=== code_search_ctrl ===
==> code_search_ctrl/flops_by_reg.png <==
The bar under the picture is 50 µm long.
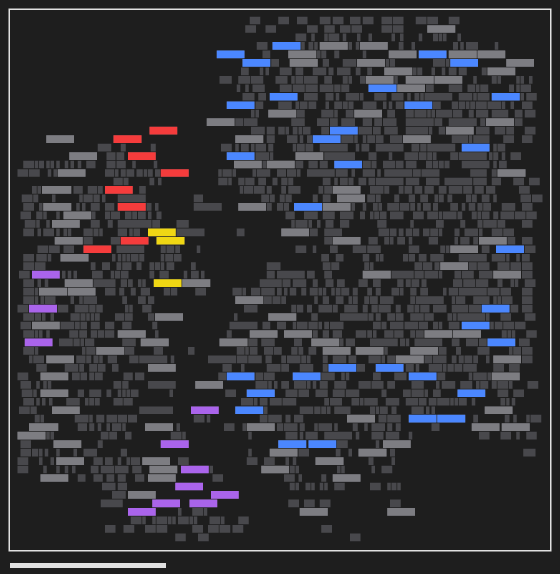
File: src/rtl/code_search_ctrl.sv
// Serial code-phase search controller for one tracking channel.
// Walks the upsampler through code-shift bins over the seek handshake,
// clears the accumulator, sums a programmable number of dumps per bin
// and reports the bin with the largest sum. All outputs are registered.
module code_search_ctrl #(
  parameter int CS_WIDTH       = 11,
  parameter int MAX_CODE_SHIFT = 2045,
  parameter int ACC_WIDTH      = 24,
  parameter int DWELL_WIDTH    = 8,
  parameter int SUM_WIDTH      = ACC_WIDTH + DWELL_WIDTH
) (
  input  logic                   clk_i,
  input  logic                   rst_ni,
  input  logic                   start_i,
  input  logic                   abort_i,
  input  logic [CS_WIDTH-1:0]    step_i,
  input  logic [DWELL_WIDTH-1:0] dwell_count_i,
  input  logic [SUM_WIDTH-1:0]   threshold_i,
  output logic                   seek_en_o,
  output logic [CS_WIDTH-1:0]    seek_target_o,
  input  logic                   seeking_i,
  output logic                   acc_clear_o,
  input  logic                   acc_valid_i,
  input  logic [ACC_WIDTH-1:0]   acc_mag_i,
  output logic                   busy_o,
  output logic                   done_o,
  output logic                   found_o,
  output logic [CS_WIDTH-1:0]    best_shift_o,
  output logic [SUM_WIDTH-1:0]   best_mag_o
);

  typedef enum logic [2:0] {
    S_IDLE, S_SEEK, S_SETTLE, S_CLEAR, S_DWELL, S_EVAL, S_DONE
  } state_e;

  // Sweep end is decided one bit wider than the shift so a large step cannot wrap.
  localparam logic [CS_WIDTH:0] MAX_SHIFT_EXT = (CS_WIDTH + 1)'(MAX_CODE_SHIFT);

  state_e                 state_q;
  logic                   seek_en_q;
  logic [CS_WIDTH-1:0]    seek_target_q;
  logic                   acc_clear_q;
  logic                   busy_q;
  logic                   done_q;
  logic                   found_q;
  logic [CS_WIDTH-1:0]    best_shift_q;
  logic [SUM_WIDTH-1:0]   best_mag_q;
  logic [CS_WIDTH-1:0]    cur_shift_q;
  logic [CS_WIDTH-1:0]    step_q;
  logic [DWELL_WIDTH-1:0] dwell_q;
  logic [SUM_WIDTH-1:0]   thr_q;
  logic [DWELL_WIDTH-1:0] dump_cnt_q;
  logic [SUM_WIDTH-1:0]   bin_sum_q;

  logic                   bin_wins;
  logic [SUM_WIDTH-1:0]   best_mag_d;
  logic [CS_WIDTH:0]      next_shift;

  // Strict compare keeps the earliest shift on ties; found is judged on the updated best.
  assign bin_wins   = bin_sum_q > best_mag_q;
  assign best_mag_d = bin_wins ? bin_sum_q : best_mag_q;
  assign next_shift = {1'b0, cur_shift_q} + {1'b0, step_q};

  // Sweep sequencer with all outputs and datapath registers in one process.
  always_ff @(posedge clk_i or negedge rst_ni) begin
    if (!rst_ni) begin
      state_q       <= S_IDLE;
      seek_en_q     <= 1'b0;
      seek_target_q <= '0;
      acc_clear_q   <= 1'b0;
      busy_q        <= 1'b0;
      done_q        <= 1'b0;
      found_q       <= 1'b0;
      best_shift_q  <= '0;
      best_mag_q    <= '0;
      cur_shift_q   <= '0;
      step_q        <= CS_WIDTH'(1);
      dwell_q       <= DWELL_WIDTH'(1);
      thr_q         <= '0;
      dump_cnt_q    <= '0;
      bin_sum_q     <= '0;
    end else begin
      // NOTE: non-blocking assignments everywhere here, so every branch reads
      // the pre-edge register values regardless of statement order; the two
      // pulse outputs default low and are raised only in the cycle they fire.
      acc_clear_q <= 1'b0;
      done_q      <= 1'b0;
      if (abort_i && state_q != S_IDLE) begin
        state_q   <= S_IDLE;
        seek_en_q <= 1'b0;
        busy_q    <= 1'b0;
        found_q   <= 1'b0;
      end else begin
        unique case (state_q)
          S_IDLE: begin
            if (start_i && !abort_i) begin
              step_q        <= (step_i == '0) ? CS_WIDTH'(1) : step_i;
              dwell_q       <= (dwell_count_i == '0) ? DWELL_WIDTH'(1) : dwell_count_i;
              thr_q         <= threshold_i;
              best_mag_q    <= '0;
              best_shift_q  <= '0;
              found_q       <= 1'b0;
              cur_shift_q   <= '0;
              seek_target_q <= '0;
              seek_en_q     <= 1'b1;
              busy_q        <= 1'b1;
              state_q       <= S_SEEK;
            end
          end
          S_SEEK: begin
            if (!seeking_i) begin
              seek_en_q <= 1'b0;
              state_q   <= S_SETTLE;
            end
          end
          S_SETTLE: begin
            acc_clear_q <= 1'b1;
            state_q     <= S_CLEAR;
          end
          S_CLEAR: begin
            dump_cnt_q <= '0;
            bin_sum_q  <= '0;
            state_q    <= S_DWELL;
          end
          S_DWELL: begin
            if (acc_valid_i) begin
              bin_sum_q  <= bin_sum_q + SUM_WIDTH'(acc_mag_i);
              dump_cnt_q <= dump_cnt_q + DWELL_WIDTH'(1);
              if (dump_cnt_q + DWELL_WIDTH'(1) == dwell_q) begin
                state_q <= S_EVAL;
              end
            end
          end
          S_EVAL: begin
            best_mag_q <= best_mag_d;
            if (bin_wins) begin
              best_shift_q <= cur_shift_q;
            end
            if (next_shift > MAX_SHIFT_EXT) begin
              done_q  <= 1'b1;
              busy_q  <= 1'b0;
              found_q <= (best_mag_d >= thr_q);
              state_q <= S_DONE;
            end else begin
              cur_shift_q   <= next_shift[CS_WIDTH-1:0];
              seek_target_q <= next_shift[CS_WIDTH-1:0];
              seek_en_q     <= 1'b1;
              state_q       <= S_SEEK;
            end
          end
          S_DONE: begin
            state_q <= S_IDLE;
          end
          default: begin
            state_q <= S_IDLE;
          end
        endcase
      end
    end
  end

  assign seek_en_o     = seek_en_q;
  assign seek_target_o = seek_target_q;
  assign acc_clear_o   = acc_clear_q;
  assign busy_o        = busy_q;
  assign done_o        = done_q;
  assign found_o       = found_q;
  assign best_shift_o  = best_shift_q;
  assign best_mag_o    = best_mag_q;

endmodule

File: config.mk
export PLATFORM = sky130hd
export DESIGN_NAME = code_search_ctrl
export DESIGN_NICKNAME = d
export VERILOG_FILES = /design/src/rtl/code_search_ctrl.sv
export SDC_FILE = /design/constraint.sdc
export NUM_CORES = 1
export LEC_CHECK = 0
export CORE_MARGIN = 2
export CORE_UTILIZATION = 35
export CTS_BUF_LIST = sky130_fd_sc_hd__clkbuf_8 sky130_fd_sc_hd__clkbuf_16
export DETAILED_ROUTE_END_ITERATION = 16
export HOLD_SLACK_MARGIN = 0.1
export PLACE_DENSITY = 0.66
export SLEW_MARGIN = 15
export SYNTH_ARGS = -nofsm -noshare
export SYNTH_HDL_FRONTEND = slang
export SYNTH_SLANG_ARGS = --single-unit
File: constraint.sdc
create_clock -name clk_i -period 4.14 [get_ports clk_i]
set_clock_uncertainty 0.1 [all_clocks]
set_input_delay 0.828 -clock clk_i [delete_from_list [all_inputs] [get_ports clk_i]]
set_output_delay 0.828 -clock clk_i [all_outputs]
set_load 0.01 [all_outputs]
==> flow_summary.toml <==
# synthesis and place-and-route metrics
[run_status]
run_status = "complete, but fails checks"
violations = "negative setup slack"

[final_layout]
final-comb-area_um2 = 6000
mostFrequentLayoutCell = "sky130_fd_sc_hd__nand2_1"
sequential_cell_total = 153
non_clock_buffering_overhead_pct = 16.9
nNetsFinal = 1519
lay_top_cells = "sky130_fd_sc_hd__nand2_1, sky130_fd_sc_hd__dfrtp_1, sky130_fd_sc_hd__clkdlybuf4s50_1"

[floorplanning]
chip_area_um2 = 30100
fp_util_pct = 35.3
nWellTaps = 384

[power_and_ir_drop]
pwr.group.clock_mw = 1.61
post-layout-total-power_mw = 7.37
internal-power_mw = 4.55
leakage_nw = 6.36
ir_drop_mv = 0.348

[setup_path]
required_ns = 4.34
crit-reg2reg-launch = "bin_sum_q[18]$_DFFE_PN0P_"
critical_path_cell_count = 21

[hold_path]
min_to = "step_q[6]$_DFFE_PN0P_"

[drt]
routed_wl_um = 28800
met2_length_um = 14100
drt.antenna.violating_nets = 0

[yosys]
synth-cells-yosys = 1106
syn_avg_cell_area_um2 = 9.08

[final_timing]
report.final.setup_viol = 1
clock.fmax_mhz = 232
final_critical_path_setup_slack_ns = -0.172

[global_routing]
gr-usage-all-layers_pct = 19.3

[placement]
place.detailed.instances = 1692
About code_search_ctrl/flops_by_reg.png:
signal	color	flops
state_q	yellow	3
best_shift_o	purple	11
best_mag_o	blue	32
dump_cnt_q	red	8
not colored	99
power drawn by the sequential cells: 1.99 mW
Seq area share: 28.3%
Storage cell area: 3830 µm²
Util after Layout: 47.5%


=== bus_demux2_flat ===
==> bus_demux2_flat/metal_density.png <==
The die is cut into 26 by 26 equal tiles; dark blue is low, red is high, scaled to the fullest tile. Values are wire area over tile area, all layers added.
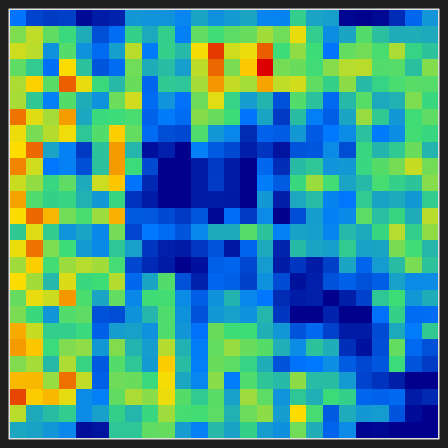
==> bus_demux2_flat/clk_routes.png <==
The bar under the picture is 50 µm long.
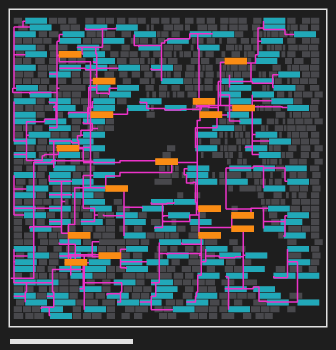
==> bus_demux2_flat/flops_by_reg.png <==
The bar under the picture is 50 µm long.
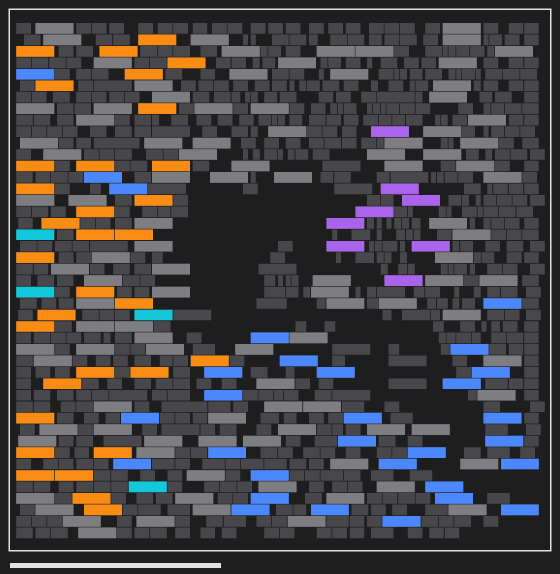
==> src/rtl/bus_demux2_pkg.sv <==
// rtl/bus_demux2_pkg.sv - shared encodings and memory-map defaults for the 1:2 bus router
package bus_demux2_pkg;

    localparam int DEF_ADDR_WIDTH = 30;
    localparam int DEF_DATA_WIDTH = 32;
    localparam int DEF_TIMEOUT    = 255;

    localparam logic [DEF_ADDR_WIDTH-1:0] DEF_S1_BASE = 30'h3C00_0000;
    localparam logic [DEF_ADDR_WIDTH-1:0] DEF_S1_MASK = 30'h3F00_0000;

    typedef enum logic [1:0] {
        ST_IDLE = 2'd0,
        ST_BUSY = 2'd1,
        ST_DONE = 2'd2
    } state_e;

    typedef enum logic {
        OP_READ  = 1'b0,
        OP_WRITE = 1'b1
    } op_e;

endpackage

==> src/rtl/bus_demux2_if.sv <==
// rtl/bus_demux2_if.sv - word-addressed memory bus port with request/ack handshake
interface bus_demux2_if #(
    parameter int ADDR_WIDTH = 30,
    parameter int DATA_WIDTH = 32
);
    logic [ADDR_WIDTH-1:0]   addr;
    logic [DATA_WIDTH-1:0]   wdata;
    logic [DATA_WIDTH/8-1:0] be;
    logic                    read;
    logic                    write;
    logic [DATA_WIDTH-1:0]   rdata;
    logic                    ready;
    logic                    error;

    // Side that issues requests
    modport master (
        output addr, wdata, be, read, write,
        input  rdata, ready, error
    );

    // Side that services requests
    modport slave (
        input  addr, wdata, be, read, write,
        output rdata, ready, error
    );
endinterface

==> src/rtl/bus_demux2_mux2.sv <==
// rtl/bus_demux2_mux2.sv - 2:1 data select feeding the read-data capture register
module bus_demux2_mux2 #(
    parameter int DW = 32
) (
    input  logic          sel_i,
    input  logic [DW-1:0] a_i,
    input  logic [DW-1:0] b_i,
    output logic [DW-1:0] y_o
);

    // sel_i=0 picks slave 0 data, sel_i=1 picks slave 1 data
    always_comb begin
        y_o = sel_i ? b_i : a_i;
    end

endmodule

==> src/rtl/bus_demux2.sv <==
// rtl/bus_demux2.sv - 1-master to 2-slave memory-bus router with slave timeout
module bus_demux2
    import bus_demux2_pkg::*;
#(
    parameter int                    ADDR_WIDTH = DEF_ADDR_WIDTH,
    parameter int                    DATA_WIDTH = DEF_DATA_WIDTH,
    parameter logic [ADDR_WIDTH-1:0] S1_BASE    = DEF_S1_BASE,
    parameter logic [ADDR_WIDTH-1:0] S1_MASK    = DEF_S1_MASK,
    parameter int                    TIMEOUT    = DEF_TIMEOUT
) (
    input logic          clk_i,
    input logic          rst_i,
    bus_demux2_if.slave  m_bus,
    bus_demux2_if.master s0_bus,
    bus_demux2_if.master s1_bus
);

    localparam int BW = DATA_WIDTH / 8;

    state_e                state_q, state_d;
    logic                  route_q, route_d;
    op_e                   op_q, op_d;
    logic                  err_q, err_d;
    logic [DATA_WIDTH-1:0] rdata_q, rdata_d;

    logic [ADDR_WIDTH-1:0] s0_addr_q, s0_addr_d;
    logic [DATA_WIDTH-1:0] s0_wdata_q, s0_wdata_d;
    logic [BW-1:0]         s0_be_q, s0_be_d;
    logic [ADDR_WIDTH-1:0] s1_addr_q, s1_addr_d;
    logic [DATA_WIDTH-1:0] s1_wdata_q, s1_wdata_d;
    logic [BW-1:0]         s1_be_q, s1_be_d;

    logic                  busy;
    logic                  req_route;
    logic                  sel_ready;
    logic [DATA_WIDTH-1:0] sel_rdata;
    logic                  timeout_hit;

    assign busy      = (state_q == ST_BUSY);
    assign req_route = ((m_bus.addr & S1_MASK) == S1_BASE);
    assign sel_ready = route_q ? s1_bus.ready : s0_bus.ready;

    bus_demux2_mux2 #(
        .DW(DATA_WIDTH)
    ) u_rdata_mux (
        .sel_i(route_q),
        .a_i  (s0_bus.rdata),
        .b_i  (s1_bus.rdata),
        .y_o  (sel_rdata)
    );

    // A hung slave is cut loose after TIMEOUT busy cycles; TIMEOUT=0 removes the counter
    generate
        if (TIMEOUT > 0) begin : g_timeout
            localparam int CW = $clog2(TIMEOUT + 1);
            logic [CW-1:0] cnt_q, cnt_d;

            // Count busy cycles, clear whenever the transaction is not outstanding
            always_comb begin
                cnt_d = busy ? cnt_q + CW'(1) : '0;
            end

            // Counter register
            always_ff @(posedge clk_i or posedge rst_i) begin
                if (rst_i) begin
                    cnt_q <= '0;
                end else begin
                    cnt_q <= cnt_d;
                end
            end

            assign timeout_hit = busy && (cnt_q == CW'(TIMEOUT - 1));
        end else begin : g_no_timeout
            assign timeout_hit = 1'b0;
        end
    endgenerate

    // Next-state logic: latch request in IDLE, wait for ack or timeout in BUSY, ack in DONE
    always_comb begin
        state_d    = state_q;
        route_d    = route_q;
        op_d       = op_q;
        err_d      = err_q;
        rdata_d    = rdata_q;
        s0_addr_d  = s0_addr_q;
        s0_wdata_d = s0_wdata_q;
        s0_be_d    = s0_be_q;
        s1_addr_d  = s1_addr_q;
        s1_wdata_d = s1_wdata_q;
        s1_be_d    = s1_be_q;
        case (state_q)
            ST_IDLE: begin
                err_d = 1'b0;
                if (m_bus.write || m_bus.read) begin
                    route_d = req_route;
                    op_d    = m_bus.write ? OP_WRITE : OP_READ;
                    state_d = ST_BUSY;
                    // Only the routed slave sees the new request fields
                    if (req_route) begin
                        s1_addr_d  = m_bus.addr;
                        s1_wdata_d = m_bus.wdata;
                        s1_be_d    = m_bus.be;
                    end else begin
                        s0_addr_d  = m_bus.addr;
                        s0_wdata_d = m_bus.wdata;
                        s0_be_d    = m_bus.be;
                    end
                end
            end
            ST_BUSY: begin
                // Ack takes priority over a timeout landing in the same cycle
                if (sel_ready) begin
                    rdata_d = (op_q == OP_WRITE) ? '0 : sel_rdata;
                    state_d = ST_DONE;
                end else if (timeout_hit) begin
                    rdata_d = '0;
                    err_d   = 1'b1;
                    state_d = ST_DONE;
                end
            end
            ST_DONE: begin
                state_d = ST_IDLE;
            end
            default: begin
                state_d = ST_IDLE;
            end
        endcase
    end

    // State and datapath registers
    always_ff @(posedge clk_i or posedge rst_i) begin
        if (rst_i) begin
            state_q    <= ST_IDLE;
            route_q    <= 1'b0;
            op_q       <= OP_READ;
            err_q      <= 1'b0;
            rdata_q    <= '0;
            s0_addr_q  <= '0;
            s0_wdata_q <= '0;
            s0_be_q    <= '0;
            s1_addr_q  <= '0;
            s1_wdata_q <= '0;
            s1_be_q    <= '0;
        end else begin
            state_q    <= state_d;
            route_q    <= route_d;
            op_q       <= op_d;
            err_q      <= err_d;
            rdata_q    <= rdata_d;
            s0_addr_q  <= s0_addr_d;
            s0_wdata_q <= s0_wdata_d;
            s0_be_q    <= s0_be_d;
            s1_addr_q  <= s1_addr_d;
            s1_wdata_q <= s1_wdata_d;
            s1_be_q    <= s1_be_d;
        end
    end

    // Strobes decode from registered state so an async reset drops them at once
    assign s0_bus.read  = busy && !route_q && (op_q == OP_READ);
    assign s0_bus.write = busy && !route_q && (op_q == OP_WRITE);
    assign s1_bus.read  = busy &&  route_q && (op_q == OP_READ);
    assign s1_bus.write = busy &&  route_q && (op_q == OP_WRITE);

    assign s0_bus.addr  = s0_addr_q;
    assign s0_bus.wdata = s0_wdata_q;
    assign s0_bus.be    = s0_be_q;
    assign s1_bus.addr  = s1_addr_q;
    assign s1_bus.wdata = s1_wdata_q;
    assign s1_bus.be    = s1_be_q;

    assign m_bus.ready  = (state_q == ST_DONE);
    assign m_bus.error  = (state_q == ST_DONE) && err_q;
    assign m_bus.rdata  = rdata_q;

endmodule
==> src/flat_wrapper.sv <==
// flat-port wrapper written by rule: the top's interface ports become plain ports
module bus_demux2_flat import bus_demux2_pkg::*;
#(
    parameter int                    ADDR_WIDTH = DEF_ADDR_WIDTH,
    parameter int                    DATA_WIDTH = DEF_DATA_WIDTH,
    parameter logic [ADDR_WIDTH-1:0] S1_BASE    = DEF_S1_BASE,
    parameter logic [ADDR_WIDTH-1:0] S1_MASK    = DEF_S1_MASK,
    parameter int                    TIMEOUT    = DEF_TIMEOUT
)
  (clk_i, rst_i, m_bus_addr, m_bus_wdata, m_bus_be, m_bus_read, m_bus_write, m_bus_rdata, m_bus_ready, m_bus_error, s0_bus_addr, s0_bus_wdata, s0_bus_be, s0_bus_read, s0_bus_write, s0_bus_rdata, s0_bus_ready, s0_bus_error, s1_bus_addr, s1_bus_wdata, s1_bus_be, s1_bus_read, s1_bus_write, s1_bus_rdata, s1_bus_ready, s1_bus_error);
  bus_demux2_if #(.ADDR_WIDTH(ADDR_WIDTH), .DATA_WIDTH(DATA_WIDTH)) m_bus_i ();
  bus_demux2_if #(.ADDR_WIDTH(ADDR_WIDTH), .DATA_WIDTH(DATA_WIDTH)) s0_bus_i ();
  bus_demux2_if #(.ADDR_WIDTH(ADDR_WIDTH), .DATA_WIDTH(DATA_WIDTH)) s1_bus_i ();
  input logic clk_i;
  input logic rst_i;
  input wire logic [$bits(m_bus_i.addr)-1:0] m_bus_addr;
  input wire logic [$bits(m_bus_i.wdata)-1:0] m_bus_wdata;
  input wire logic [$bits(m_bus_i.be)-1:0] m_bus_be;
  input wire logic [$bits(m_bus_i.read)-1:0] m_bus_read;
  input wire logic [$bits(m_bus_i.write)-1:0] m_bus_write;
  output wire logic [$bits(m_bus_i.rdata)-1:0] m_bus_rdata;
  output wire logic [$bits(m_bus_i.ready)-1:0] m_bus_ready;
  output wire logic [$bits(m_bus_i.error)-1:0] m_bus_error;
  output wire logic [$bits(s0_bus_i.addr)-1:0] s0_bus_addr;
  output wire logic [$bits(s0_bus_i.wdata)-1:0] s0_bus_wdata;
  output wire logic [$bits(s0_bus_i.be)-1:0] s0_bus_be;
  output wire logic [$bits(s0_bus_i.read)-1:0] s0_bus_read;
  output wire logic [$bits(s0_bus_i.write)-1:0] s0_bus_write;
  input wire logic [$bits(s0_bus_i.rdata)-1:0] s0_bus_rdata;
  input wire logic [$bits(s0_bus_i.ready)-1:0] s0_bus_ready;
  input wire logic [$bits(s0_bus_i.error)-1:0] s0_bus_error;
  output wire logic [$bits(s1_bus_i.addr)-1:0] s1_bus_addr;
  output wire logic [$bits(s1_bus_i.wdata)-1:0] s1_bus_wdata;
  output wire logic [$bits(s1_bus_i.be)-1:0] s1_bus_be;
  output wire logic [$bits(s1_bus_i.read)-1:0] s1_bus_read;
  output wire logic [$bits(s1_bus_i.write)-1:0] s1_bus_write;
  input wire logic [$bits(s1_bus_i.rdata)-1:0] s1_bus_rdata;
  input wire logic [$bits(s1_bus_i.ready)-1:0] s1_bus_ready;
  input wire logic [$bits(s1_bus_i.error)-1:0] s1_bus_error;
  assign m_bus_i.addr = m_bus_addr;
  assign m_bus_i.wdata = m_bus_wdata;
  assign m_bus_i.be = m_bus_be;
  assign m_bus_i.read = m_bus_read;
  assign m_bus_i.write = m_bus_write;
  assign m_bus_rdata = m_bus_i.rdata;
  assign m_bus_ready = m_bus_i.ready;
  assign m_bus_error = m_bus_i.error;
  assign s0_bus_addr = s0_bus_i.addr;
  assign s0_bus_wdata = s0_bus_i.wdata;
  assign s0_bus_be = s0_bus_i.be;
  assign s0_bus_read = s0_bus_i.read;
  assign s0_bus_write = s0_bus_i.write;
  assign s0_bus_i.rdata = s0_bus_rdata;
  assign s0_bus_i.ready = s0_bus_ready;
  assign s0_bus_i.error = s0_bus_error;
  assign s1_bus_addr = s1_bus_i.addr;
  assign s1_bus_wdata = s1_bus_i.wdata;
  assign s1_bus_be = s1_bus_i.be;
  assign s1_bus_read = s1_bus_i.read;
  assign s1_bus_write = s1_bus_i.write;
  assign s1_bus_i.rdata = s1_bus_rdata;
  assign s1_bus_i.ready = s1_bus_ready;
  assign s1_bus_i.error = s1_bus_error;
  bus_demux2 #(.ADDR_WIDTH(ADDR_WIDTH), .DATA_WIDTH(DATA_WIDTH), .S1_BASE(S1_BASE), .S1_MASK(S1_MASK), .TIMEOUT(TIMEOUT)) u_core (.clk_i(clk_i), .rst_i(rst_i), .m_bus(m_bus_i), .s0_bus(s0_bus_i), .s1_bus(s1_bus_i));
endmodule
==> config.mk <==
export PLATFORM = sky130hd
export DESIGN_NAME = bus_demux2_flat
export DESIGN_NICKNAME = d
export VERILOG_FILES = /design/src/rtl/bus_demux2_pkg.sv /design/src/rtl/bus_demux2_if.sv /design/src/rtl/bus_demux2_mux2.sv /design/src/rtl/bus_demux2.sv /design/src/flat_wrapper.sv
export SDC_FILE = /design/constraint.sdc
export NUM_CORES = 1
export LEC_CHECK = 0
export ABC_AREA = 0
export CORE_MARGIN = 1
export CORE_UTILIZATION = 47
export CTS_CLUSTER_DIAMETER = 50
export DETAILED_ROUTE_END_ITERATION = 8
export PLACE_DENSITY = 0.95
export SLEW_MARGIN = 20
export SYNTH_ARGS = -nofsm -noshare
export SYNTH_HDL_FRONTEND = slang
export SYNTH_SLANG_ARGS = --single-unit
==> constraint.sdc <==
create_clock -name clk_i -period 15.65 [get_ports clk_i]
set_input_delay 2.3475 -clock clk_i [delete_from_list [all_inputs] [get_ports clk_i]]
set_output_delay 2.3475 -clock clk_i [all_outputs]
set_load 0.005 [all_outputs]
==> flow_summary.toml <==
# synthesis and place-and-route metrics
[run_status]
run_status = "finished, final reports clean"

[global_routing]
maximum_number_of_pins_on_one_net_before_global_route_repair = 97
gr-total-overflow = 0

[yosys]
fp_nets = 664
ys_seq_elements = 177
synth_largest_type_area_fraction_pct = 59.2
ys_top_logic_family = "multiplexers"
synth_cells = 524
yosys-top-cells-count = "sky130_fd_sc_hd__dfrtp_1, sky130_fd_sc_hd__mux2_2, sky130_fd_sc_hd__mux2_1"
yosys.cell_count.top_type = "sky130_fd_sc_hd__dfrtp_1"
netlist.top_cell.by_area = "sky130_fd_sc_hd__dfrtp_1"
xor_share_pct = 0.351
synth.yosys.seq_area_share_pct = 59.2

[power_and_ir_drop]
leakage_nw = 4.79
power_frac_clock_pct = 21.9
p_seq_mw = 0.744
post-layout-total-power_mw = 1.91
internal-power_mw = 1.35

[final_timing]
setup_total_negative_slack_ns = 0
report.final.setup_viol = 0
layout_worst_path_cycle_share_pct = 29.7

[placement]
pre_cts_ws_ns = 10.52
place.detailed.instances = 1013

[final_layout]
clock_buffers = 17
sequential_cell_total = 177
nNetsFinal = 961
layout.cells.largest_class = "sequential cells"
n_multi_input_combinational_cell = 279
logic_share_of_the_area_pct = 24.2
seq_share_pct = 39.5
final.signal_inverter_count = 35
lay_top_cells = "sky130_fd_sc_hd__clkdlybuf4s50_1, sky130_fd_sc_hd__dfrtp_1, sky130_fd_sc_hd__mux2_2"

[drt]
met2_length_um = 10000
met1_length_um = 7340
total_number_of_vias = 5442
route.met3.wl_um = 1650

[clock_network]
insertion_delay_of_the_later_clocked_pin_in_the_worst_skew_pair_ns = 0.42
postCtsSetupRepairBufs = 0
cts_root_buf = "sky130_fd_sc_hd__clkbuf_16"
path_clk_slew_ns = 0.07
max-clock-path-buffers = 2

[setup_path]
largest_stage_delay_worst_path_ns = 0.71
timing.critical_path.from = "m_bus_addr[25]"
required_ns = 15.95

[floorplanning]
die_h_um = 128
chip_area_um2 = 16400
About bus_demux2_flat/metal_density.png:
fullest tile	0.51
tiles over half the peak	32%
emptiest ninth of the die	center
mean over tiles	0.20
nearly empty tiles	4.3%
detailed-route wire length per cell: 18.7 µm
total track usage: 24.6%

About bus_demux2_flat/clk_routes.png:
[clock wires] magenta | length: 2,010 µm
[flip-flops] cyan | count: 177
[clock drivers] orange | count: 17
routed clock nets	18
flops lie	all over the die

About bus_demux2_flat/flops_by_reg.png:
signal	color	flops
u_core.g_timeout.cnt_q	purple	8
u_core.s1_bus.addr	blue	30
u_core.s0_bus.be	cyan	4
u_core.s1_bus.wdata	orange	32



==> layout pictures side by side <==
Sizing map.
panel A
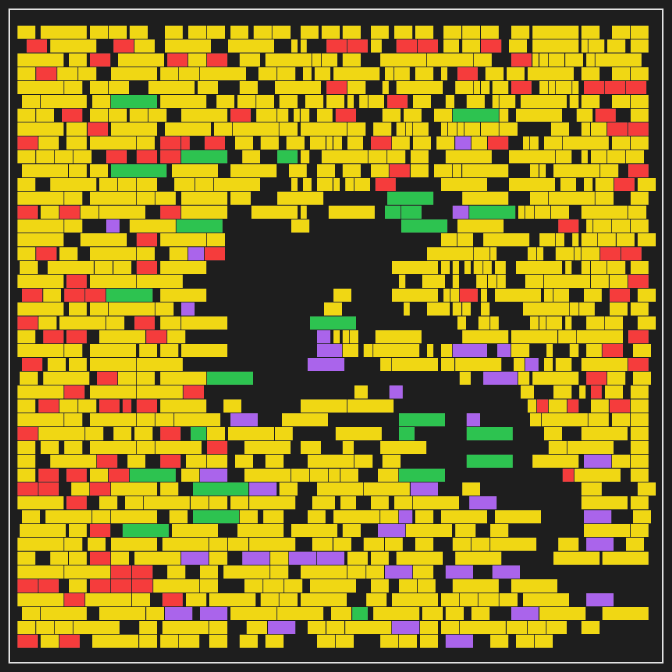
panel B
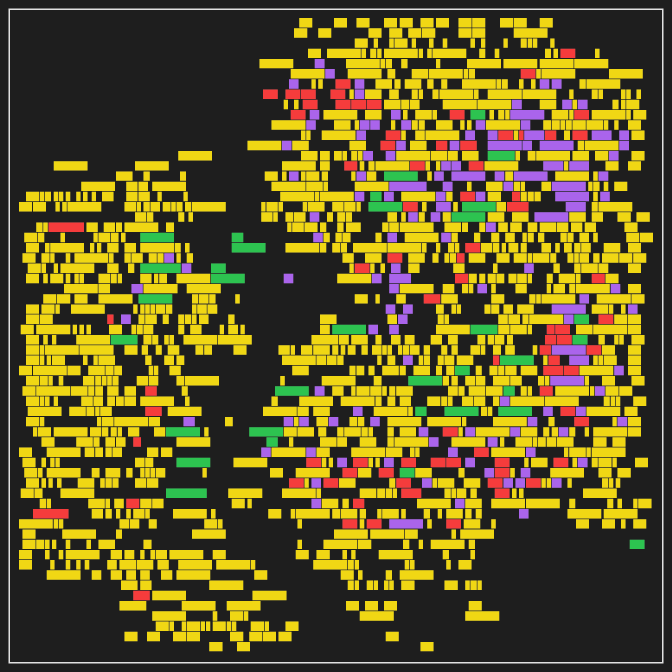
code_search_ctrl -> panel B
bus_demux2_flat -> panel A

Power is estimated from default activity; no workload was simulated.
